# ---- multi_wave_oscillator ----
multi_wave_oscillator/pins.png
(2 px per um) Pins as bars across the die edge, other pins in grey.
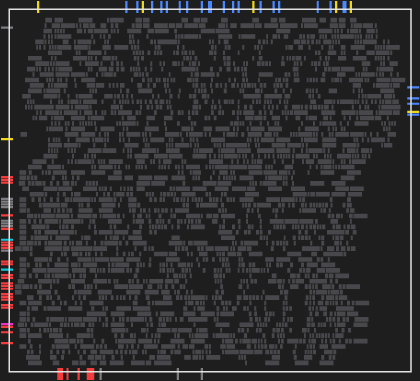

<file path="src/rtl/synth_pkg.sv">
// Shared definitions for the synth voice oscillators: waveform selector and
// noise generator constants.
package synth_pkg;

   typedef enum logic [1:0] {
      SAW   = 2'd0,
      TRI   = 2'd1,
      PULSE = 2'd2,
      NOISE = 2'd3
   } wave_mode_t;

   // Feedback taps at bits 15, 13, 12 and 10 give a maximal-length sequence
   localparam logic [15:0] LFSR_SEED = 16'hACE1;
   localparam logic [15:0] LFSR_TAPS = 16'hB400;

endpackage

</file>
<file path="src/rtl/multi_wave_oscillator_lfsr.sv">
// 16-bit Fibonacci LFSR noise source that advances once per oscillator period.
module wave_lfsr16
   import synth_pkg::*;
(
   input  logic        clk,
   input  logic        reset,
   input  logic        step,
   output logic [15:0] out
);

   logic [15:0] lfsr_q, lfsr_d;

   always_comb begin
      lfsr_d = lfsr_q;
      if (step) lfsr_d = {lfsr_q[14:0], ^(lfsr_q & LFSR_TAPS)};
   end

   always_ff @(posedge clk) begin
      if (reset) lfsr_q <= LFSR_SEED;
      else       lfsr_q <= lfsr_d;
   end

   assign out = lfsr_q;

endmodule

</file>
<file path="src/rtl/multi_wave_oscillator.sv">
// Phase-accumulator oscillator with saw/triangle/pulse/noise outputs, volume
// scaling, and note/mode changes deferred to the next period boundary.
module multi_wave_oscillator
   import synth_pkg::*;
#(
   parameter int OUT_W   = 24,
   parameter int PHASE_W = 32,
   parameter int VOL_W   = 7
) (
   input  logic                    clk,
   input  logic                    reset,
   input  logic                    enable,
   input  logic                    load,
   input  logic [PHASE_W-1:0]      freq_word,
   input  logic [1:0]              mode,
   input  logic [7:0]              pulse_width,
   input  logic [VOL_W-1:0]        volume,
   output logic signed [OUT_W-1:0] value,
   output logic                    wrap
);

   localparam int PROD_W = OUT_W + VOL_W + 1;
   localparam logic signed [OUT_W-1:0] MAXP = {1'b0, {(OUT_W-1){1'b1}}};
   localparam logic signed [OUT_W-1:0] NEGP = {1'b1, {(OUT_W-2){1'b0}}, 1'b1};

   logic [PHASE_W-1:0]      phase_q, phase_d;
   logic [PHASE_W-1:0]      actFreq_q, pendFreq_q;
   wave_mode_t              actMode_q, pendMode_q;
   logic [7:0]              actPw_q, pendPw_q;
   logic                    pendValid_q;
   logic [PHASE_W:0]        phaseSum;
   logic                    wrapEvt, applyPend;
   logic [15:0]             lfsrOut;
   logic [OUT_W-1:0]        sawU, triU, triF;
   logic signed [OUT_W-1:0] raw_q, raw_d, value_q, value_d;
   logic signed [PROD_W-1:0] rawExt, volExt, prod;
   logic                    wrapP_q, wrapR_q, wrap_q;

   // Pending values land on a wrap, or at once when the phase is not moving
   assign phaseSum  = {1'b0, phase_q} + {1'b0, actFreq_q};
   assign wrapEvt   = enable & phaseSum[PHASE_W];
   assign applyPend = pendValid_q & (wrapEvt | ~enable | (actFreq_q == '0));
   assign phase_d   = enable ? phaseSum[PHASE_W-1:0] : '0;

   wave_lfsr16 uLfsr (
      .clk   (clk),
      .reset (reset),
      .step  (wrapEvt),
      .out   (lfsrOut)
   );

   // Waveform shaping from the current phase; triangle folds the top half
   always_comb begin
      sawU  = phase_q[PHASE_W-1 -: OUT_W];
      triU  = phase_q[PHASE_W-2 -: OUT_W];
      triF  = phase_q[PHASE_W-1] ? ~triU : triU;
      raw_d = '0;
      if (enable) begin
         case (actMode_q)
            SAW:     raw_d = {~sawU[OUT_W-1], sawU[OUT_W-2:0]};
            TRI:     raw_d = {~triF[OUT_W-1], triF[OUT_W-2:0]};
            PULSE:   raw_d = (phase_q[PHASE_W-1 -: 8] < actPw_q) ? MAXP : NEGP;
            NOISE:   raw_d[OUT_W-1 -: 16] = lfsrOut;
            default: raw_d = '0;
         endcase
      end
   end

   // Signed sample times unsigned gain, floor-divided by 2^VOL_W
   always_comb begin
      rawExt  = {{(VOL_W+1){raw_q[OUT_W-1]}}, raw_q};
      volExt  = {{(OUT_W+1){1'b0}}, volume};
      prod    = rawExt * volExt;
      value_d = (volume == '1) ? raw_q : prod[OUT_W+VOL_W-1 : VOL_W];
   end

   always_ff @(posedge clk) begin
      if (reset) begin
         phase_q     <= '0;
         actFreq_q   <= '0;
         actMode_q   <= SAW;
         actPw_q     <= '0;
         pendFreq_q  <= '0;
         pendMode_q  <= SAW;
         pendPw_q    <= '0;
         pendValid_q <= 1'b0;
         raw_q       <= '0;
         value_q     <= '0;
         wrapP_q     <= 1'b0;
         wrapR_q     <= 1'b0;
         wrap_q      <= 1'b0;
      end else begin
         phase_q <= phase_d;
         if (applyPend) begin
            actFreq_q <= pendFreq_q;
            actMode_q <= pendMode_q;
            actPw_q   <= pendPw_q;
         end
         if (load) begin
            pendFreq_q  <= freq_word;
            pendMode_q  <= wave_mode_t'(mode);
            pendPw_q    <= pulse_width;
            pendValid_q <= 1'b1;
         end else if (applyPend) begin
            pendValid_q <= 1'b0;
         end
         raw_q   <= raw_d;
         value_q <= value_d;
         wrapP_q <= wrapEvt;
         wrapR_q <= wrapP_q;
         wrap_q  <= wrapR_q;
      end
   end

   assign value = value_q;
   assign wrap  = wrap_q;

endmodule

</file>
<file path="config.mk">
export PLATFORM = sky130hd
export DESIGN_NAME = multi_wave_oscillator
export DESIGN_NICKNAME = d
export VERILOG_FILES = /design/src/rtl/synth_pkg.sv /design/src/rtl/multi_wave_oscillator_lfsr.sv /design/src/rtl/multi_wave_oscillator.sv
export SDC_FILE = /design/constraint.sdc
export NUM_CORES = 1
export LEC_CHECK = 0
export ABC_AREA = 1
export CAP_MARGIN = 30
export CORE_ASPECT_RATIO = 0.9
export CORE_MARGIN = 2
export CORE_UTILIZATION = 45
export CTS_CLUSTER_DIAMETER = 120
export DETAILED_ROUTE_END_ITERATION = 8
export SKIP_CTS_REPAIR_TIMING = 1
export SLEW_MARGIN = 0
export SYNTH_ARGS = -nofsm -noshare
export SYNTH_HDL_FRONTEND = slang
export SYNTH_SLANG_ARGS = --single-unit
</file>
<file path="constraint.sdc">
create_clock -name clk -period 8.7 [get_ports clk]
set_input_delay 1.74 -clock clk [delete_from_list [all_inputs] [get_ports clk]]
set_output_delay 1.74 -clock clk [all_outputs]
set_load 0.01 [all_outputs]
</file>
# ---- video_compositor ----
[config.mk]
export PLATFORM = sky130hd
export DESIGN_NAME = video_compositor
export DESIGN_NICKNAME = d
export VERILOG_FILES = /design/src/rtl/project_pkg.sv /design/src/rtl/video_compositor_vsync_edge.sv /design/src/rtl/video_compositor.sv
export SDC_FILE = /design/constraint.sdc
export NUM_CORES = 1
export LEC_CHECK = 0
export ABC_AREA = 1
export CAP_MARGIN = 5
export CELL_PAD_IN_SITES_DETAIL_PLACEMENT = 0
export CELL_PAD_IN_SITES_GLOBAL_PLACEMENT = 1
export CORE_ASPECT_RATIO = 1.4
export CORE_MARGIN = 10
export CORE_UTILIZATION = 29
export DETAILED_ROUTE_END_ITERATION = 6
export HOLD_SLACK_MARGIN = 0.03
export PLACE_DENSITY = 0.83
export SYNTH_ARGS = -nofsm -noshare
export SYNTH_HDL_FRONTEND = slang
export SYNTH_SLANG_ARGS = --single-unit
export TNS_END_PERCENT = 20
[constraint.sdc]
create_clock -name i_clk -period 1 [get_ports i_clk]
set_input_delay 0.1 -clock i_clk [delete_from_list [all_inputs] [get_ports i_clk]]
set_output_delay 0.1 -clock i_clk [all_outputs]
set_load 0.005 [all_outputs]
[src/rtl/project_pkg.sv]
// Shared project types and helpers: pixel colour type, log2 helper and the
// priority encoder used by the layer compositor.
package project;

  // 12-bit RGB444 pixel as produced by the sprite/tile renderers.
  typedef logic [11:0] rgb_t;

  // Upper bound on compositor layers; prio_idx is sized for this many.
  localparam int MAX_LAYERS = 16;

  // Ceiling log2, never less than 1 so index ports always have a bit.
  function automatic int clogb2(input int n);
    int r;
    r = 0;
    while ((1 << r) < n) begin
      r = r + 1;
    end
    if (r == 0) begin
      r = 1;
    end
    return r;
  endfunction

  // Index of the highest set bit; 0 when no bit is set.
  function automatic logic [3:0] prio_idx(input logic [15:0] v);
    logic [3:0] r;
    r = 4'd0;
    for (int i = 0; i < MAX_LAYERS; i++) begin
      if (v[i]) begin
        r = 4'(i);
      end
    end
    return r;
  endfunction

endpackage

[src/rtl/video_compositor_vsync_edge.sv]
// vsync rising-edge detector. One instance feeds both the config commit and
// the collision snapshot so the two always act on the same pixel cycle.
module vsync_edge (
  input  logic i_clk,
  input  logic i_rst,
  input  logic i_vsync,
  output logic o_rise
);

  logic vs_prev_q;

  // Remember last cycle's vsync level.
  always_ff @(posedge i_clk) begin
    if (i_rst) begin
      vs_prev_q <= 1'b0;
    end else begin
      vs_prev_q <= i_vsync;
    end
  end

  // Combinational pulse in the cycle vsync is first seen high.
  assign o_rise = i_vsync & ~vs_prev_q;

endmodule

[src/rtl/video_compositor.sv]
// N-layer priority compositor with double-buffered layer enables and
// background colour, a 2-stage pixel/sync pipeline and an optional per-frame
// collision report (enabled by defining COMPOSITOR_COLLISION_EN).
// Streaming only: there is no valid/ready handshake. Every input cycle is a
// pixel and produces exactly one output pixel two cycles later.
module video_compositor
  import project::*;
#(
  parameter int N_LAYERS = 4,
  parameter int LW       = clogb2(N_LAYERS)
) (
  input  logic                i_clk,
  input  logic                i_rst,
  input  logic                i_hsync,
  input  logic                i_vsync,
  input  logic [N_LAYERS-1:0] i_req,
  input  rgb_t [N_LAYERS-1:0] i_vport,
  input  logic                i_cfg_wr,
  input  logic [N_LAYERS-1:0] i_cfg_en,
  input  rgb_t                i_cfg_bg,
  output logic                o_cfg_pending,
  output rgb_t                o_vport,
  output logic                o_hsync,
  output logic                o_vsync,
  output logic                o_hit,
  output logic [LW-1:0]       o_layer,
  output logic [N_LAYERS-1:0] o_collide,
  output logic                o_collide_valid
);

  logic vs_rise;

  vsync_edge u_vsync_edge (
    .i_clk   (i_clk),
    .i_rst   (i_rst),
    .i_vsync (i_vsync),
    .o_rise  (vs_rise)
  );

  // ---------------- double-buffered configuration ----------------
  logic [N_LAYERS-1:0] shadow_en_q, shadow_en_d;
  logic [N_LAYERS-1:0] active_en_q, active_en_d;
  rgb_t                shadow_bg_q, shadow_bg_d;
  rgb_t                active_bg_q, active_bg_d;
  logic                pending_q, pending_d;

  // Commit shadow on the vsync edge; a write in the same cycle lands in
  // shadow after the old shadow has been committed, so pending stays set.
  always_comb begin
    shadow_en_d = shadow_en_q;
    shadow_bg_d = shadow_bg_q;
    active_en_d = active_en_q;
    active_bg_d = active_bg_q;
    pending_d   = pending_q;
    if (vs_rise) begin
      active_en_d = shadow_en_q;
      active_bg_d = shadow_bg_q;
      pending_d   = 1'b0;
    end
    if (i_cfg_wr) begin
      shadow_en_d = i_cfg_en;
      shadow_bg_d = i_cfg_bg;
      pending_d   = 1'b1;
    end
  end

  // Configuration state registers.
  always_ff @(posedge i_clk) begin
    if (i_rst) begin
      shadow_en_q <= '1;
      active_en_q <= '1;
      shadow_bg_q <= '0;
      active_bg_q <= '0;
      pending_q   <= 1'b0;
    end else begin
      shadow_en_q <= shadow_en_d;
      active_en_q <= active_en_d;
      shadow_bg_q <= shadow_bg_d;
      active_bg_q <= active_bg_d;
      pending_q   <= pending_d;
    end
  end

  assign o_cfg_pending = pending_q;

  // ---------------- layer selection ----------------
  // active_en_q still holds the old mask during the edge cycle, so a new
  // commit first affects the pixel arriving the cycle after the edge.
  logic [N_LAYERS-1:0] eff;
  logic [LW-1:0]       win;

  assign eff = i_req & active_en_q;
  assign win = LW'(prio_idx(16'(eff)));

  // ---------------- stage 1 ----------------
  logic    s1_hit_q;
  logic [LW-1:0] s1_win_q;
  rgb_t    s1_px_q;
  rgb_t    s1_bg_q;
  logic    s1_hs_q, s1_vs_q;

  // Capture winner, its colour and the background in force for this pixel.
  always_ff @(posedge i_clk) begin
    if (i_rst) begin
      s1_hit_q <= 1'b0;
      s1_win_q <= '0;
      s1_px_q  <= '0;
      s1_bg_q  <= '0;
      s1_hs_q  <= 1'b0;
      s1_vs_q  <= 1'b0;
    end else begin
      s1_hit_q <= |eff;
      s1_win_q <= win;
      s1_px_q  <= i_vport[win];
      s1_bg_q  <= active_bg_q;
      s1_hs_q  <= i_hsync;
      s1_vs_q  <= i_vsync;
    end
  end

  // ---------------- stage 2 ----------------
  rgb_t          s2_px_q;
  logic          s2_hit_q;
  logic [LW-1:0] s2_layer_q;
  logic          s2_hs_q, s2_vs_q;

  // Final colour mux and output registers.
  always_ff @(posedge i_clk) begin
    if (i_rst) begin
      s2_px_q    <= '0;
      s2_hit_q   <= 1'b0;
      s2_layer_q <= '0;
      s2_hs_q    <= 1'b0;
      s2_vs_q    <= 1'b0;
    end else begin
      s2_px_q    <= s1_hit_q ? s1_px_q : s1_bg_q;
      s2_hit_q   <= s1_hit_q;
      s2_layer_q <= s1_win_q;
      s2_hs_q    <= s1_hs_q;
      s2_vs_q    <= s1_vs_q;
    end
  end

  assign o_vport = s2_px_q;
  assign o_hit   = s2_hit_q;
  assign o_layer = s2_layer_q;
  assign o_hsync = s2_hs_q;
  assign o_vsync = s2_vs_q;

  // ---------------- collision report ----------------
`ifdef COMPOSITOR_COLLISION_EN
  logic [N_LAYERS-1:0] coll_now;
  logic [N_LAYERS-1:0] acc_q, acc_d;
  logic [N_LAYERS-1:0] collide_q, collide_d;
  logic                cvalid_q, cvalid_d;

  // A layer collides when it and at least one other layer are both visible.
  always_comb begin
    coll_now = '0;
    for (int i = 0; i < N_LAYERS; i++) begin
      coll_now[i] = eff[i] & (|(eff & ~(N_LAYERS'(1) << i)));
    end
  end

  // Snapshot the finished frame on the edge; the edge cycle's own
  // collisions seed the next frame.
  always_comb begin
    acc_d     = acc_q | coll_now;
    collide_d = collide_q;
    cvalid_d  = 1'b0;
    if (vs_rise) begin
      collide_d = acc_q;
      cvalid_d  = 1'b1;
      acc_d     = coll_now;
    end
  end

  // Collision state registers.
  always_ff @(posedge i_clk) begin
    if (i_rst) begin
      acc_q     <= '0;
      collide_q <= '0;
      cvalid_q  <= 1'b0;
    end else begin
      acc_q     <= acc_d;
      collide_q <= collide_d;
      cvalid_q  <= cvalid_d;
    end
  end

  assign o_collide       = collide_q;
  assign o_collide_valid = cvalid_q;
`else
  assign o_collide       = '0;
  assign o_collide_valid = 1'b0;
`endif

endmodule

# ---- snake_step_sequencer ----
File: config.mk
export PLATFORM = sky130hd
export DESIGN_NAME = snake_step_sequencer
export DESIGN_NICKNAME = d
export VERILOG_FILES = /design/src/rtl/snake_step_sequencer.sv
export SDC_FILE = /design/constraint.sdc
export NUM_CORES = 1
export LEC_CHECK = 0
export ABC_CLOCK_PERIOD_IN_PS = 3920
export CAP_MARGIN = 20
export CORE_AREA = 4 4 113 115
export DETAILED_ROUTE_END_ITERATION = 10
export DIE_AREA = 0 0 117 119
export PLACE_DENSITY = 0.66
export SLEW_MARGIN = 20
export SYNTH_ARGS = -nofsm -noshare
export SYNTH_HDL_FRONTEND = slang
export SYNTH_SLANG_ARGS = --single-unit
File: constraint.sdc
create_clock -name i_Clk -period 3.92 [get_ports i_Clk]
set_input_delay 0.392 -clock i_Clk [delete_from_list [all_inputs] [get_ports i_Clk]]
set_output_delay 0.392 -clock i_Clk [all_outputs]
set_load 0.005 [all_outputs]
File: src/rtl/snake_step_sequencer.sv
// Game-step controller for the snake grid: divides the pixel clock into game ticks,
// defers each tick to vertical blanking and sequences one step as single-cycle strobes.
module snake_step_sequencer #(
  parameter int unsigned TICK_DIV_INIT = 12500000,
  parameter int unsigned TICK_DIV_MIN  = 2500000,
  parameter int unsigned SPEED_STEP    = 500000,
  parameter int unsigned CNT_W         = 24
) (
  input  logic             i_Clk,
  input  logic             i_Rst_L,
  input  logic             i_Start,
  input  logic             i_Stop,
  input  logic             i_VBlank,
  input  logic             i_Collision,
  input  logic             i_Ate,
  input  logic             i_Max_Len,
  output logic             o_Init,
  output logic             o_Dir_Latch,
  output logic             o_Head_Calc,
  output logic             o_Check,
  output logic             o_Commit_Move,
  output logic             o_Commit_Grow,
  output logic             o_Apple_Advance,
  output logic             o_Running,
  output logic             o_Game_Over,
  output logic             o_Overrun,
  output logic [15:0]      o_Step_Count,
  output logic [CNT_W-1:0] o_Tick_Div
);

  typedef enum logic [3:0] {
    S_IDLE, S_INIT, S_WAIT, S_PEND, S_LATCH, S_CALC, S_CHECK, S_COMMIT, S_OVER
  } state_t;

  localparam logic [CNT_W-1:0] L_DIV_INIT   = CNT_W'(TICK_DIV_INIT);
  localparam logic [CNT_W-1:0] L_DIV_MIN    = CNT_W'(TICK_DIV_MIN);
  localparam logic [CNT_W-1:0] L_SPEED_STEP = CNT_W'(SPEED_STEP);

  // max(div - SPEED_STEP, TICK_DIV_MIN) evaluated one bit wider so it cannot wrap.
  function automatic logic [CNT_W-1:0] f_speed_up(input logic [CNT_W-1:0] div);
    if ({1'b0, div} >= ({1'b0, L_DIV_MIN} + {1'b0, L_SPEED_STEP}))
      f_speed_up = div - L_SPEED_STEP;
    else
      f_speed_up = L_DIV_MIN;
  endfunction

  function automatic logic [15:0] f_sat_inc(input logic [15:0] v);
    f_sat_inc = (v == 16'hFFFF) ? v : v + 16'd1;
  endfunction

  state_t           r_state;
  state_t           w_next;
  logic [CNT_W-1:0] r_cnt;
  logic [CNT_W-1:0] r_tick_div;
  logic [15:0]      r_step_cnt;
  logic             r_ate;
  logic             r_max_len;
  logic             r_overrun;
  logic             r_init, r_dir_latch, r_head_calc, r_check;
  logic             r_commit_move, r_commit_grow, r_apple_adv;
  logic             r_running, r_game_over;
  logic             w_counting;
  logic             w_tick;

  // The counter keeps running through the step sequence so the period stays exact.
  assign w_counting = (r_state inside {S_WAIT, S_PEND, S_LATCH, S_CALC, S_CHECK, S_COMMIT})
                      && !i_Stop;
  assign w_tick     = w_counting && (r_cnt >= r_tick_div - 1'b1);

  always_comb begin
    w_next = r_state;
    case (r_state)
      S_IDLE:   if (i_Start) w_next = S_INIT;
      S_INIT:   w_next = S_WAIT;
      S_WAIT:   if (w_tick) w_next = S_PEND;
      S_PEND:   if (i_VBlank) w_next = S_LATCH;
      S_LATCH:  w_next = S_CALC;
      S_CALC:   w_next = S_CHECK;
      S_CHECK:  w_next = i_Collision ? S_OVER : S_COMMIT;
      S_COMMIT: w_next = (r_ate && r_max_len) ? S_OVER : S_WAIT;
      S_OVER:   if (i_Start) w_next = S_INIT;
      default:  w_next = S_IDLE;
    endcase
    if (i_Stop && (r_state != S_IDLE))
      w_next = S_IDLE;
  end

  // Strobes are registered from the next state so each is high exactly during its state.
  always_ff @(posedge i_Clk or negedge i_Rst_L) begin
    if (!i_Rst_L) begin
      r_state       <= S_IDLE;
      r_cnt         <= '0;
      r_tick_div    <= L_DIV_INIT;
      r_step_cnt    <= '0;
      r_ate         <= 1'b0;
      r_max_len     <= 1'b0;
      r_overrun     <= 1'b0;
      r_init        <= 1'b0;
      r_dir_latch   <= 1'b0;
      r_head_calc   <= 1'b0;
      r_check       <= 1'b0;
      r_commit_move <= 1'b0;
      r_commit_grow <= 1'b0;
      r_apple_adv   <= 1'b0;
      r_running     <= 1'b0;
      r_game_over   <= 1'b0;
    end else begin
      r_state       <= w_next;
      r_init        <= (w_next == S_INIT);
      r_dir_latch   <= (w_next == S_LATCH);
      r_head_calc   <= (w_next == S_CALC);
      r_check       <= (w_next == S_CHECK);
      r_commit_move <= (w_next == S_COMMIT) && !i_Ate;
      r_commit_grow <= (w_next == S_COMMIT) && i_Ate;
      r_apple_adv   <= (w_next == S_COMMIT) && i_Ate;
      r_running     <= (w_next inside {S_INIT, S_WAIT, S_PEND, S_LATCH, S_CALC, S_CHECK, S_COMMIT});
      r_game_over   <= (w_next == S_OVER);

      if (r_state == S_CHECK) begin
        r_ate     <= i_Ate;
        r_max_len <= i_Max_Len;
      end

      if (w_next == S_INIT) begin
        r_cnt      <= '0;
        r_step_cnt <= '0;
        r_overrun  <= 1'b0;
        r_tick_div <= L_DIV_INIT;
      end else begin
        if (w_counting)
          r_cnt <= w_tick ? '0 : r_cnt + 1'b1;
        // A tick while a step is pending or executing is dropped, not queued.
        if (w_tick && (r_state != S_WAIT))
          r_overrun <= 1'b1;
        if (r_state == S_COMMIT) begin
          r_step_cnt <= f_sat_inc(r_step_cnt);
          if (r_ate)
            r_tick_div <= f_speed_up(r_tick_div);
        end
      end
    end
  end

  assign o_Init          = r_init;
  assign o_Dir_Latch     = r_dir_latch;
  assign o_Head_Calc     = r_head_calc;
  assign o_Check         = r_check;
  assign o_Commit_Move   = r_commit_move;
  assign o_Commit_Grow   = r_commit_grow;
  assign o_Apple_Advance = r_apple_adv;
  assign o_Running       = r_running;
  assign o_Game_Over     = r_game_over;
  assign o_Overrun       = r_overrun;
  assign o_Step_Count    = r_step_cnt;
  assign o_Tick_Div      = r_tick_div;

endmodule

# ---- wire_decl_seq_flat ----
`src/rtl/wire_decl_seq_pkg.sv`:
```
// Shared definitions for the wire_decl sequencer/self-checker.
//   VEC_W / NUM_VEC : width and count of the {a,b,c,d} stimulus vectors
//   state_e         : sequencer states
//   golden_out()    : reference AND-OR function used to judge each vector
package wire_decl_seq_pkg;

  localparam int VEC_W   = 4;
  localparam int NUM_VEC = 16;

  typedef enum logic [1:0] {
    IDLE  = 2'd0,
    DRIVE = 2'd1,
    DONE  = 2'd2
  } state_e;

  function automatic logic golden_out(input logic [VEC_W-1:0] v);
    return (v[3] & v[2]) | (v[1] & v[0]);
  endfunction

endpackage

```
`src/rtl/wire_decl_seq_if.sv`:
```
// Bundle between the sequencer and its environment (control host plus the
// wire_decl gate under test).
//   start                      : host -> sequencer, begin a sweep
//   a, b, c, d                 : sequencer -> gate stimulus
//   out_i, out_n_i             : gate -> sequencer responses
//   busy, done, truth_table,
//   err_count, err             : sequencer -> host results
// slave  : seen by the sequencer
// master : seen by the host/gate side
interface wire_decl_seq_if;

  logic        start;
  logic        a;
  logic        b;
  logic        c;
  logic        d;
  logic        out_i;
  logic        out_n_i;
  logic        busy;
  logic        done;
  logic [15:0] truth_table;
  logic [4:0]  err_count;
  logic        err;

  modport slave (
    input  start, out_i, out_n_i,
    output a, b, c, d, busy, done, truth_table, err_count, err
  );

  modport master (
    output start, out_i, out_n_i,
    input  a, b, c, d, busy, done, truth_table, err_count, err
  );

endinterface

```
`src/rtl/wire_decl_seq_timer.sv`:
```
// Dwell counter for the sequencer.
//   clk, rst : clock, synchronous active-high reset
//   clr_i    : force the count back to 0 (sweep start)
//   en_i     : count while the sequencer is driving a vector
//   odd_i    : selects the odd-vector dwell instead of the even one
//   tc_o     : high on the last dwell cycle of the current vector
module wire_decl_seq_timer #(
  parameter int DWELL_EVEN = 2,
  parameter int DWELL_ODD  = 1
) (
  input  logic clk,
  input  logic rst,
  input  logic clr_i,
  input  logic en_i,
  input  logic odd_i,
  output logic tc_o
);

  localparam logic [7:0] EVEN_LAST = 8'(DWELL_EVEN - 1);
  localparam logic [7:0] ODD_LAST  = 8'(DWELL_ODD - 1);

  logic [7:0] cnt_q;
  logic [7:0] cnt_d;
  logic [7:0] last;

  assign last = odd_i ? ODD_LAST : EVEN_LAST;
  assign tc_o = en_i && (cnt_q == last);

  // Wrapping to 0 on terminal count lets the next vector start cleanly
  // without a separate load cycle.
  always_comb begin
    cnt_d = cnt_q;
    if (clr_i) begin
      cnt_d = '0;
    end else if (en_i) begin
      cnt_d = tc_o ? 8'd0 : cnt_q + 8'd1;
    end
  end

  always_ff @(posedge clk) begin
    if (rst) begin
      cnt_q <= '0;
    end else begin
      cnt_q <= cnt_d;
    end
  end

endmodule

```
`src/rtl/wire_decl_seq.sv`:
```
// Sequencer and self-checker for the wire_decl AND-OR gate pair.
// Steps {a,b,c,d} through all 16 vectors, samples out/out_n on the last
// dwell cycle of each, records a truth table and counts failing vectors.
//   clk, rst : clock, synchronous active-high reset
//   bus      : slave side of wire_decl_seq_if (start, stimulus, gate
//              responses, busy/done and results)
//
// state | meaning
// IDLE  | waiting for start; last results held
// DRIVE | stimulus applied, dwell counting, sample on terminal count
// DONE  | single cycle with done=1, then back to IDLE
module wire_decl_seq
  import wire_decl_seq_pkg::*;
#(
  parameter int DWELL_EVEN = 2,
  parameter int DWELL_ODD  = 1
) (
  input  logic           clk,
  input  logic           rst,
  wire_decl_seq_if.slave bus
);

  localparam logic [1:0] ST_IDLE  = IDLE;
  localparam logic [1:0] ST_DRIVE = DRIVE;
  localparam logic [1:0] ST_DONE  = DONE;

  localparam logic [VEC_W-1:0] LAST_VEC = VEC_W'(NUM_VEC - 1);
  localparam logic [4:0]       ERR_MAX  = 5'(NUM_VEC);

  logic [1:0]       state_q, state_d;
  logic [VEC_W-1:0] vec_q, vec_d;
  logic             busy_q, busy_d;
  logic             done_q, done_d;
  logic [15:0]      tt_q, tt_d;
  logic [4:0]       err_cnt_q, err_cnt_d;
  logic             err_q, err_d;

  logic tmr_clr;
  logic tmr_en;
  logic tmr_tc;
  logic vec_fail;

  assign tmr_clr = (state_q == ST_IDLE) && bus.start;
  assign tmr_en  = (state_q == ST_DRIVE);

  wire_decl_seq_timer #(
    .DWELL_EVEN(DWELL_EVEN),
    .DWELL_ODD (DWELL_ODD)
  ) u_timer (
    .clk  (clk),
    .rst  (rst),
    .clr_i(tmr_clr),
    .en_i (tmr_en),
    .odd_i(vec_q[0]),
    .tc_o (tmr_tc)
  );

  // A vector fails on a wrong out or on out_n not being its complement.
  assign vec_fail = (bus.out_i != golden_out(vec_q)) ||
                    (bus.out_n_i != ~bus.out_i);

  always_comb begin
    state_d   = state_q;
    vec_d     = vec_q;
    busy_d    = busy_q;
    done_d    = done_q;
    tt_d      = tt_q;
    err_cnt_d = err_cnt_q;
    case (state_q)
      ST_IDLE: begin
        if (bus.start) begin
          vec_d     = '0;
          tt_d      = '0;
          err_cnt_d = '0;
          busy_d    = 1'b1;
          state_d   = ST_DRIVE;
        end
      end
      ST_DRIVE: begin
        if (tmr_tc) begin
          tt_d[vec_q] = bus.out_i;
          if (vec_fail && (err_cnt_q < ERR_MAX)) begin
            err_cnt_d = err_cnt_q + 5'd1;
          end
          if (vec_q == LAST_VEC) begin
            busy_d  = 1'b0;
            done_d  = 1'b1;
            state_d = ST_DONE;
          end else begin
            vec_d = vec_q + 1'b1;
          end
        end
      end
      ST_DONE: begin
        done_d  = 1'b0;
        state_d = ST_IDLE;
      end
      default: begin
        state_d = ST_IDLE;
      end
    endcase
    err_d = (err_cnt_d != 5'd0);
  end

  always_ff @(posedge clk) begin
    if (rst) begin
      state_q   <= ST_IDLE;
      vec_q     <= '0;
      busy_q    <= 1'b0;
      done_q    <= 1'b0;
      tt_q      <= '0;
      err_cnt_q <= '0;
      err_q     <= 1'b0;
    end else begin
      state_q   <= state_d;
      vec_q     <= vec_d;
      busy_q    <= busy_d;
      done_q    <= done_d;
      tt_q      <= tt_d;
      err_cnt_q <= err_cnt_d;
      err_q     <= err_d;
    end
  end

  assign bus.a           = vec_q[3];
  assign bus.b           = vec_q[2];
  assign bus.c           = vec_q[1];
  assign bus.d           = vec_q[0];
  assign bus.busy        = busy_q;
  assign bus.done        = done_q;
  assign bus.truth_table = tt_q;
  assign bus.err_count   = err_cnt_q;
  assign bus.err         = err_q;

endmodule

```
`src/flat_wrapper.sv`:
```
// flat-port wrapper written by rule: the top's interface ports become plain ports
module wire_decl_seq_flat import wire_decl_seq_pkg::*;
#(
  parameter int DWELL_EVEN = 2,
  parameter int DWELL_ODD  = 1
)
  (clk, rst, bus_start, bus_out_i, bus_out_n_i, bus_a, bus_b, bus_c, bus_d, bus_busy, bus_done, bus_truth_table, bus_err_count, bus_err);
  wire_decl_seq_if bus_i ();
  input  logic clk;
  input  logic rst;
  input wire logic [$bits(bus_i.start)-1:0] bus_start;
  input wire logic [$bits(bus_i.out_i)-1:0] bus_out_i;
  input wire logic [$bits(bus_i.out_n_i)-1:0] bus_out_n_i;
  output wire logic [$bits(bus_i.a)-1:0] bus_a;
  output wire logic [$bits(bus_i.b)-1:0] bus_b;
  output wire logic [$bits(bus_i.c)-1:0] bus_c;
  output wire logic [$bits(bus_i.d)-1:0] bus_d;
  output wire logic [$bits(bus_i.busy)-1:0] bus_busy;
  output wire logic [$bits(bus_i.done)-1:0] bus_done;
  output wire logic [$bits(bus_i.truth_table)-1:0] bus_truth_table;
  output wire logic [$bits(bus_i.err_count)-1:0] bus_err_count;
  output wire logic [$bits(bus_i.err)-1:0] bus_err;
  assign bus_i.start = bus_start;
  assign bus_i.out_i = bus_out_i;
  assign bus_i.out_n_i = bus_out_n_i;
  assign bus_a = bus_i.a;
  assign bus_b = bus_i.b;
  assign bus_c = bus_i.c;
  assign bus_d = bus_i.d;
  assign bus_busy = bus_i.busy;
  assign bus_done = bus_i.done;
  assign bus_truth_table = bus_i.truth_table;
  assign bus_err_count = bus_i.err_count;
  assign bus_err = bus_i.err;
  wire_decl_seq #(.DWELL_EVEN(DWELL_EVEN), .DWELL_ODD(DWELL_ODD)) u_core (.clk(clk), .rst(rst), .bus(bus_i));
endmodule
```
`config.mk`:
```
export PLATFORM = sky130hd
export DESIGN_NAME = wire_decl_seq_flat
export DESIGN_NICKNAME = d
export VERILOG_FILES = /design/src/rtl/wire_decl_seq_pkg.sv /design/src/rtl/wire_decl_seq_if.sv /design/src/rtl/wire_decl_seq_timer.sv /design/src/rtl/wire_decl_seq.sv /design/src/flat_wrapper.sv
export SDC_FILE = /design/constraint.sdc
export NUM_CORES = 1
export LEC_CHECK = 0
export ABC_AREA = 1
export CAP_MARGIN = 20
export CORE_ASPECT_RATIO = 0.5
export CORE_MARGIN = 4
export CORE_UTILIZATION = 50
export CTS_BUF_LIST = sky130_fd_sc_hd__clkbuf_4 sky130_fd_sc_hd__clkbuf_8
export DETAILED_ROUTE_END_ITERATION = 8
export GPL_TIMING_DRIVEN = 0
export PLACE_DENSITY = 0.76
export RECOVER_POWER = 100
export SLEW_MARGIN = 20
export SYNTH_ARGS = -nofsm -noshare
export SYNTH_HDL_FRONTEND = slang
export SYNTH_SLANG_ARGS = --single-unit
```
`constraint.sdc`:
```
create_clock -name clk -period 2.91 [get_ports clk]
set_input_delay 0.582 -clock clk [delete_from_list [all_inputs] [get_ports clk]]
set_output_delay 0.582 -clock clk [all_outputs]
set_load 0.01 [all_outputs]
```
wire_decl_seq_flat/wire_density.png
(4 px per um) 19 x 10 tiles, from dark blue (low) to red (high), scaled to the fullest tile. Values are wire area over tile area, all layers added.
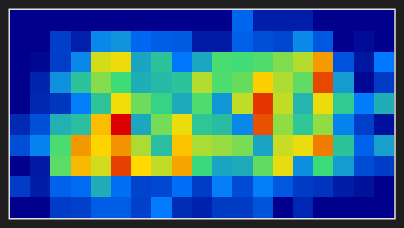
The densest ninth of the die: centre. 27% of the tiles are over half the peak. 17% of the tiles are nearly empty. The fullest tile reaches 0.43.

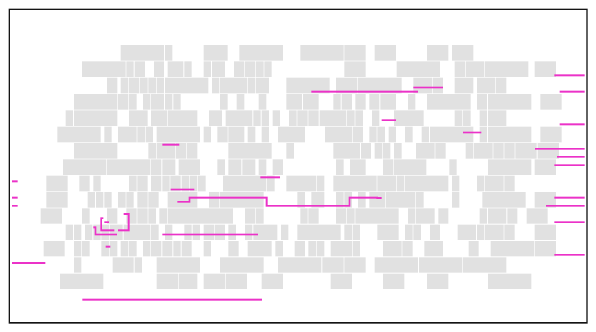
wire_decl_seq_flat/met3.png
(6 px per um)
25 nets have wire on it. The layer carries 191 um of wire. The longest straight run is 29.7 um.

==> job_summary.md, wire_decl_seq_flat <==
## PnR job results

| Metric | Value |
|---|---|
| Largest cells by area after synthesis | sky130_fd_sc_hd__dfxtp_1, sky130_fd_sc_hd__nand2_1, sky130_fd_sc_hd__a311oi_1, sky130_fd_sc_hd__nor2_1, sky130_fd_sc_hd__a21oi_1 |
| Cell depth of the worst min-delay path | 2 |
| Boundary pin count | 33 |
| Core area | 3580 um^2 |
| Startpoint of the worst register-to-register path | u_core.vec_q[0] |
| Initial antenna violation count | 0 |
| Worst clock skew on the final layout | 0.00611 ns |
| Crit path max fanout | 8 |
| Dominant logic cell types in the final layout | sky130_fd_sc_hd__nand2_1, sky130_fd_sc_hd__dfxtp_1, sky130_fd_sc_hd__nor2_1 |
| Amount of wire on met3 after detailed routing | 190 um |
| Worst-skew pair later-pin latency | between 0.2 and 0.3 ns |
| Leakage | about 1 nW |
| Metal-1 WL | 2130 um |
| Synth flops | 38 |
| Area leader, netlist | sky130_fd_sc_hd__dfxtp_1 |
| Xor and xnor fraction of the mapped netlist area | 0.0136 |
| Number of synthesis warnings | 0 |
| Run status | complete, no violations |
| Peak Freq | between 0.4 and 0.5 GHz |
| Number of well taps | 51 |
-- wire_decl_seq_flat: sequential cells by signal, indices dropped and copies added, names as in the netlist --
name and count:
u_core.bus.truth_table 16, u_core.state_q 2, u_core.bus.err 1, u_core.vec_q 4, u_core.bus.busy 1, u_core.bus.done 1, u_core.u_timer.cnt_q 8, u_core.bus.err_count 5
-- wire_decl_seq_flat: routing by layer --
metal  vias to the layer above  GRT usage
li1                        943          -
met1                       840      0.245
met2                        39      0.311
met3                         8     0.0491
met4                         0     0.0542
met5                         -          0
-- wire_decl_seq_flat: power by group --
group	leakage, nW	switching (mW)	internal [mW]
combinational	0.634	0.131	0.0631
clock	0.0593	0.182	0.275
sequential	0.307	0.0146	0.534
total	1.00	0.327	0.872
-- wire_decl_seq_flat: stage by stage --
step / hold slack [ns] / area [um^2] / worst slack, ns / power (mW) / instances
after CTS: 0.467 / 2440 / 0.881 / 1.23 / 345
final: 0.461 / 2380 / 0.667 / 1.20 / 345
after global placement: 0.449 / 2320 / 0.639 / 0.776 / 337
after floorplan: 0.453 / 1940 / 1.26 / 0.713 / 254
after detailed placement: 0.455 / 2320 / 0.602 / 0.780 / 337
after global routing: 0.481 / 2380 / 0.419 / 1.26 / 345
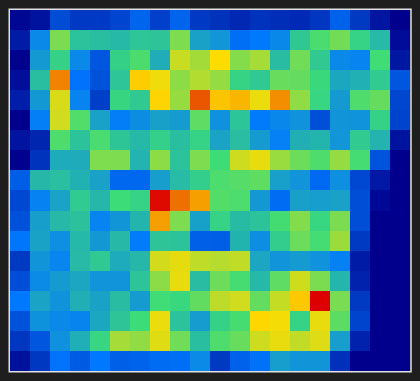
multi_wave_oscillator/wire_density.png
(2 px per um) 20 x 18 tiles, from dark blue (low) to red (high), scaled to the fullest tile. Values are wire area over tile area, all layers added.
The mean over all tiles is 0.18. The fullest tile reaches 0.49. 7.2% of the tiles are nearly empty. 28% of the tiles are over half the peak.
via count: 13883
GRT Util Overall: 0.240

## Picture notes: multi_wave_oscillator/pins.png
volume: marked yellow, pins 7, direction input, edge 5 top, 1 right, 1 left. freq_word: marked red, pins 32, direction input, edge 23 left, 9 bottom. value: marked blue, pins 24, direction output, edge 20 top, 4 right. load: marked magenta, pins 1, direction input, edge left. mode: marked cyan, pins 2, direction input, edge left.
All pins by edge: 36 left, 25 top, 12 bottom, 5 right.
Chip Width: 200 um
count of input and output buffers: 77
die boundary height: 181 um

==> job_summary.md, multi_wave_oscillator <==
## PnR job results

| Metric | Value |
|---|---|
| Run status | complete, no violations |
| Total negative slack | 0 ns |
| Post-route core utilization | 0.512 |
| Via count of the first global-routing pass | 13304 |
| Post-synth EDFFs | 0 |
| Overall power after layout | 2.30 mW |
| Dominant combinational cell family by area after synthesis | adder cells |
| CP bufs+invs | 7 |
| Grt ovf | 0 |
| Count of warning messages emitted by the tools | 27 |
| Detailed-route wire length | 42200 um |
| Largest cells by area after synthesis | sky130_fd_sc_hd__dfxtp_1, sky130_fd_sc_hd__fa_1, sky130_fd_sc_hd__nand2_1, sky130_fd_sc_hd__inv_1, sky130_fd_sc_hd__ha_1 |
| Data required time of the critical path | 9.05 ns |
| Logic area | 9660 um^2 |
| Setup slack of the critical path after layout | about 2.3 ns |
| Detailed-route wire length per cell | between 15 and 20 um |
-- multi_wave_oscillator: power groups by stage --
stage | Sequential, mW | Combinational [mW] | Clock [mW]
2_1_floorplan | 0.935 | 0.343 | 0
3_3_place_gp | 0.955 | 0.464 | 0
3_5_place_dp | 0.955 | 0.483 | 0
4_1_cts | 0.936 | 0.485 | 0.901
5_1_grt | 0.942 | 0.558 | 0.928
6_report | 0.937 | 0.487 | 0.880
-- multi_wave_oscillator: final cells by class --
type / count / share of cell area
Sequential cell: 184 / 0.212
Timing Repair Buffer: 99 / 0.0634
Multi-Input combinational cell: 1500 / 0.555
Clock inverter: 15 / 0.0132
Clock buffer: 17 / 0.0244
Inverter: 462 / 0.0997
Tap cell: 462 / 0.0332
-- multi_wave_oscillator: through the flow --
stage / std cells / area [um^2]
after detailed placement: 2705 / 16700
after global placement: 2696 / 16500
final: 2739 / 17400
after global routing: 2739 / 17400
after CTS: 2737 / 17400
after floorplan: 2255 / 15600
-- multi_wave_oscillator: routing by layer --
metal,vias up,GRT usage,part of all wire
li1,7003,-,-
met1,6477,0.364,0.52
met2,365,0.356,0.41
met3,38,0.0391,0.058
met4,0,0.0528,0.011
met5,-,0,0
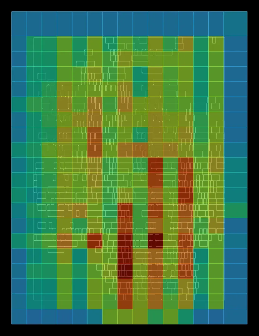
video_compositor/final_congestion.png
post-route core utilization: 0.450
detailed-route wire length per cell: 12.8 um
highest-utilization routing layer at the global route stage: met2

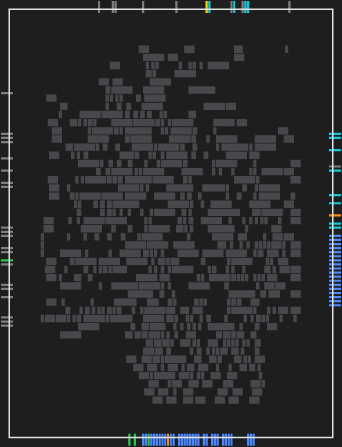
video_compositor/pins.png
(3 px per um) Pins as bars across the die edge, other pins in grey.
i_req: marked green, pins 4, direction input, edge 3 bottom, 1 left. i_hsync: marked yellow, pins 1, direction input, edge top. i_vport: marked blue, pins 48, direction input, edge 30 bottom, 18 right. o_vport: marked cyan, pins 12, direction output, edge 8 right, 4 top. o_layer: marked orange, pins 2, direction output, edge 1 right, 1 bottom.
All pins by edge: 34 bottom, 28 right, 21 left, 13 top.

==> job_summary.md, video_compositor <==
## PnR job results

| Metric | Value |
|---|---|
| Final Hold Violating Endpoints | 0 |
| Combined area of all synthesized cells | 3100 um^2 |
| Initial core utilization | 0.298 |
| Combined flip-flop and latch cell area | 1590 um^2 |
| Final-report max-slew violation count | 0 |
| Clk power | around 3.2 mW |
| Cell depth of the worst min-delay path | 3 |
| Number of well taps | 138 |
| Area leader, netlist | sky130_fd_sc_hd__dfxtp_1 |
| Most used flip-flop cell | sky130_fd_sc_hd__dfxtp_1 |
| Data required time of the critical path | 1.23 ns |
| Violations in the final reports | setup timing |
| Slowest-stage cell, CP | sky130_fd_sc_hd__clkdlybuf4s50_1 |
| Number of flip-flops and latches | 79 |
| Count of input and output buffers | 90 |
| Critical Path End | s1_px_q[5] |
| AND/OR/NAND/NOR Cells, Area Fraction | 0.265 |
| Clock buf count | 12 |
| Run status | finished, violations left |
| Number of cells on the worst reg-to-reg path | 7 |
| Placed Instance Area | 4240 um^2 |
| Data arrival, critical path | ~1.3 ns |
| Dominant logic cell types in the final layout | sky130_fd_sc_hd__nor2_1, sky130_fd_sc_hd__dfxtp_1, sky130_fd_sc_hd__clkdlybuf4s50_1 |
| Delay of the slowest cell on the worst path | 0.60 ns |
| Number of rows in the core area | 44 |
| Antenna diode instance count | 0 |
| Async SR Flop Fraction | 0 |
| Global-route wire length before repair | ~14000 um |
| Count of cell instances traversed by the critical path | 7 |
| Final setup fails | 12 |
| Setup slack of the critical path after layout | -0.0805 ns |
| Final HPWL DP | 6570 um |
[video_compositor: per-layer routing]
metal | global-route usage | vias to the layer above | wire length [um]
met2 | 0.198 | 76 | 4350
met5 | 0 | - | 0
li1 | - | 1493 | -
met1 | 0.116 | 1235 | 3540
met4 | 0.0592 | 0 | 249
met3 | 0.0290 | 15 | 364
[video_compositor: worst register-to-register path, cell delays in order, from the launching register on]
cell and delay [ns]:
sky130_fd_sc_hd__dfxtp_2 0.33, sky130_fd_sc_hd__nand2_2 0.06, sky130_fd_sc_hd__inv_4 0.09, sky130_fd_sc_hd__buf_8 0.14, sky130_fd_sc_hd__nor2_4 0.05, sky130_fd_sc_hd__nor2_2 0.09
sky130_fd_sc_hd__nand2_1 0.08, sky130_fd_sc_hd__a21oi_2 0.14
[video_compositor: sequential cells by signal, indices dropped and copies added (netlist names), 2 cells and up]
signal	cells
s1_bg_q	12
s1_px_q	12
active_en_q	4
o_layer	2
shadow_bg_q	12
shadow_en_q	4
s1_win_q	2
active_bg_q	12
o_vport	12
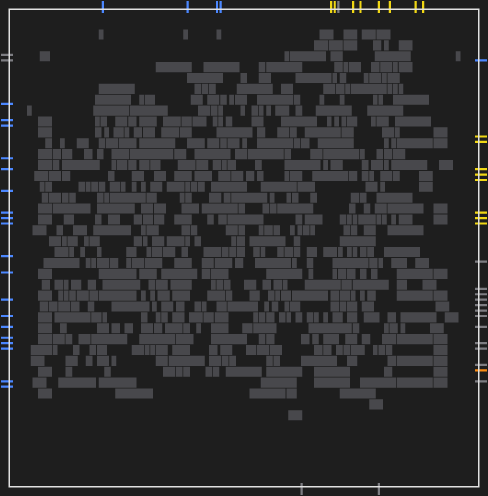
snake_step_sequencer/pins.png
(4 px per um) Pins as bars across the die edge, other pins in grey.
o_Dir_Latch: marked orange, pins 1, direction output, edge right. o_Step_Count: marked yellow, pins 16, direction output, edge 8 right, 8 top. o_Tick_Div: marked blue, pins 24, direction output, edge 19 left, 4 top, 1 right.
All pins by edge: 22 right, 21 left, 13 top, 2 bottom.
die boundary height: 119 um
count of input and output buffers: 52
Chip Width: 117 um

==> job_summary.md, snake_step_sequencer <==
## PnR job results

| Metric | Value |
|---|---|
| Worst-skew pair later-pin latency | 0.33 ns |
| Yosys stat area | ~4600 um^2 |
| Grt ovf | 0 |
| Total of max-cap violations | 0 |
| Via count of the first global-routing pass | around 3900 |
| GRT Util Overall | 0.167 |
| Smallest hold slack | between 0.15 and 0.2 ns |
| H-tree depth reported by CTS | 3 |
| Number of gates given a new drive strength after cts | 2 |
| Final Hold Violating Endpoints | 0 |
| Register with the highest flop count | r_cnt |
| Non-clock buffers | 67 |
| Internal cell power | 1.81 mW |
| Final critical-path required period | 3.68 ns |
| Register share after synthesis | 0.403 |
| Synth flops | 74 |
| Run status | complete, no violations |
| GP Congestion | 0.865 |
| # clock sinks | 74 |
| Tightest Hold Check Type | in -> async |
| Startpoint of the worst register-to-register path | o_Tick_Div[5] |
| Power of the combinational group | 0.869 mW |
==> snake_step_sequencer: worst max-delay path: stages (launching register included) <==
cell and delay (ns):
sky130_fd_sc_hd__dfstp_2 0.40, sky130_fd_sc_hd__inv_1 0.09, sky130_fd_sc_hd__ha_1 0.17, sky130_fd_sc_hd__nor3b_2 0.23, sky130_fd_sc_hd__nand2_1 0.14, sky130_fd_sc_hd__nor4_2 0.20, sky130_fd_sc_hd__nand2_1 0.15, sky130_fd_sc_hd__nor3_1 0.21
sky130_fd_sc_hd__xnor2_1 0.17, sky130_fd_sc_hd__ha_1 0.28, sky130_fd_sc_hd__nand4_1 0.12, sky130_fd_sc_hd__nor3_1 0.07, sky130_fd_sc_hd__a221o_1 0.35, sky130_fd_sc_hd__o21ba_2 0.23, sky130_fd_sc_hd__o211ai_4 0.26, sky130_fd_sc_hd__clkinv_8 0.14
sky130_fd_sc_hd__or3_1 0.40
==> snake_step_sequencer: routing by layer <==
| layer | track usage | part of all wire |
|---|---|---|
| met1 | 0.225 | 0.46 |
| met2 | 0.265 | 0.48 |
| met3 | 0.0330 | 0.035 |
| met4 | 0.0588 | 0.018 |
| met5 | 0 | 0 |


## Gallery

Routing congestion map.
image #1
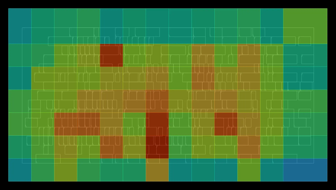
image #2
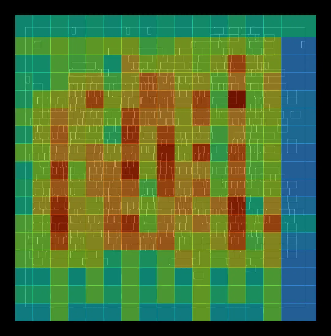
image #3
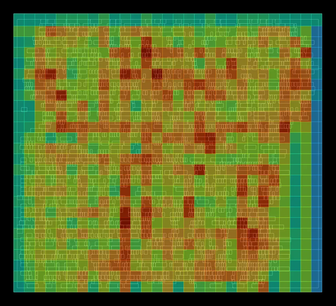
image #2: snake_step_sequencer
image #3: multi_wave_oscillator
image #1: wire_decl_seq_flat


==> gallery <==
The metal 2 layer.
panel A
(4 px per um)
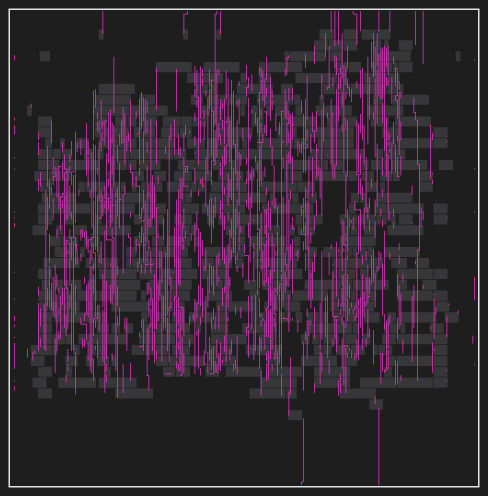
panel B
(3 px per um)
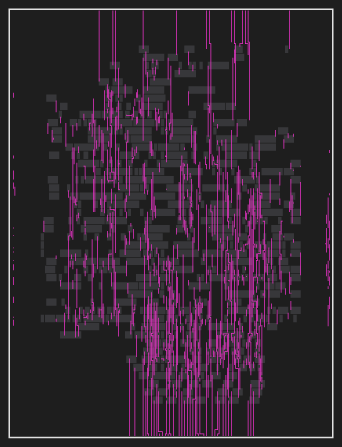
panel C
(6 px per um)
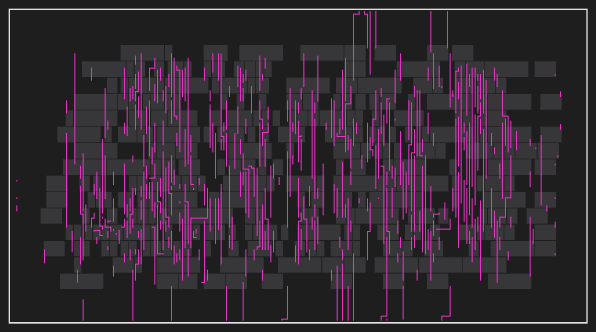
panel D
(2 px per um)
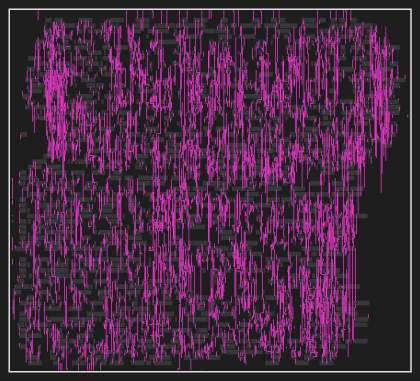
Panel B is video_compositor.
Panel C is wire_decl_seq_flat.
Panel D is multi_wave_oscillator.
Panel A is snake_step_sequencer.
- largest die: panel D
- smallest die: panel C

Power and IR drop assume default switching activity.
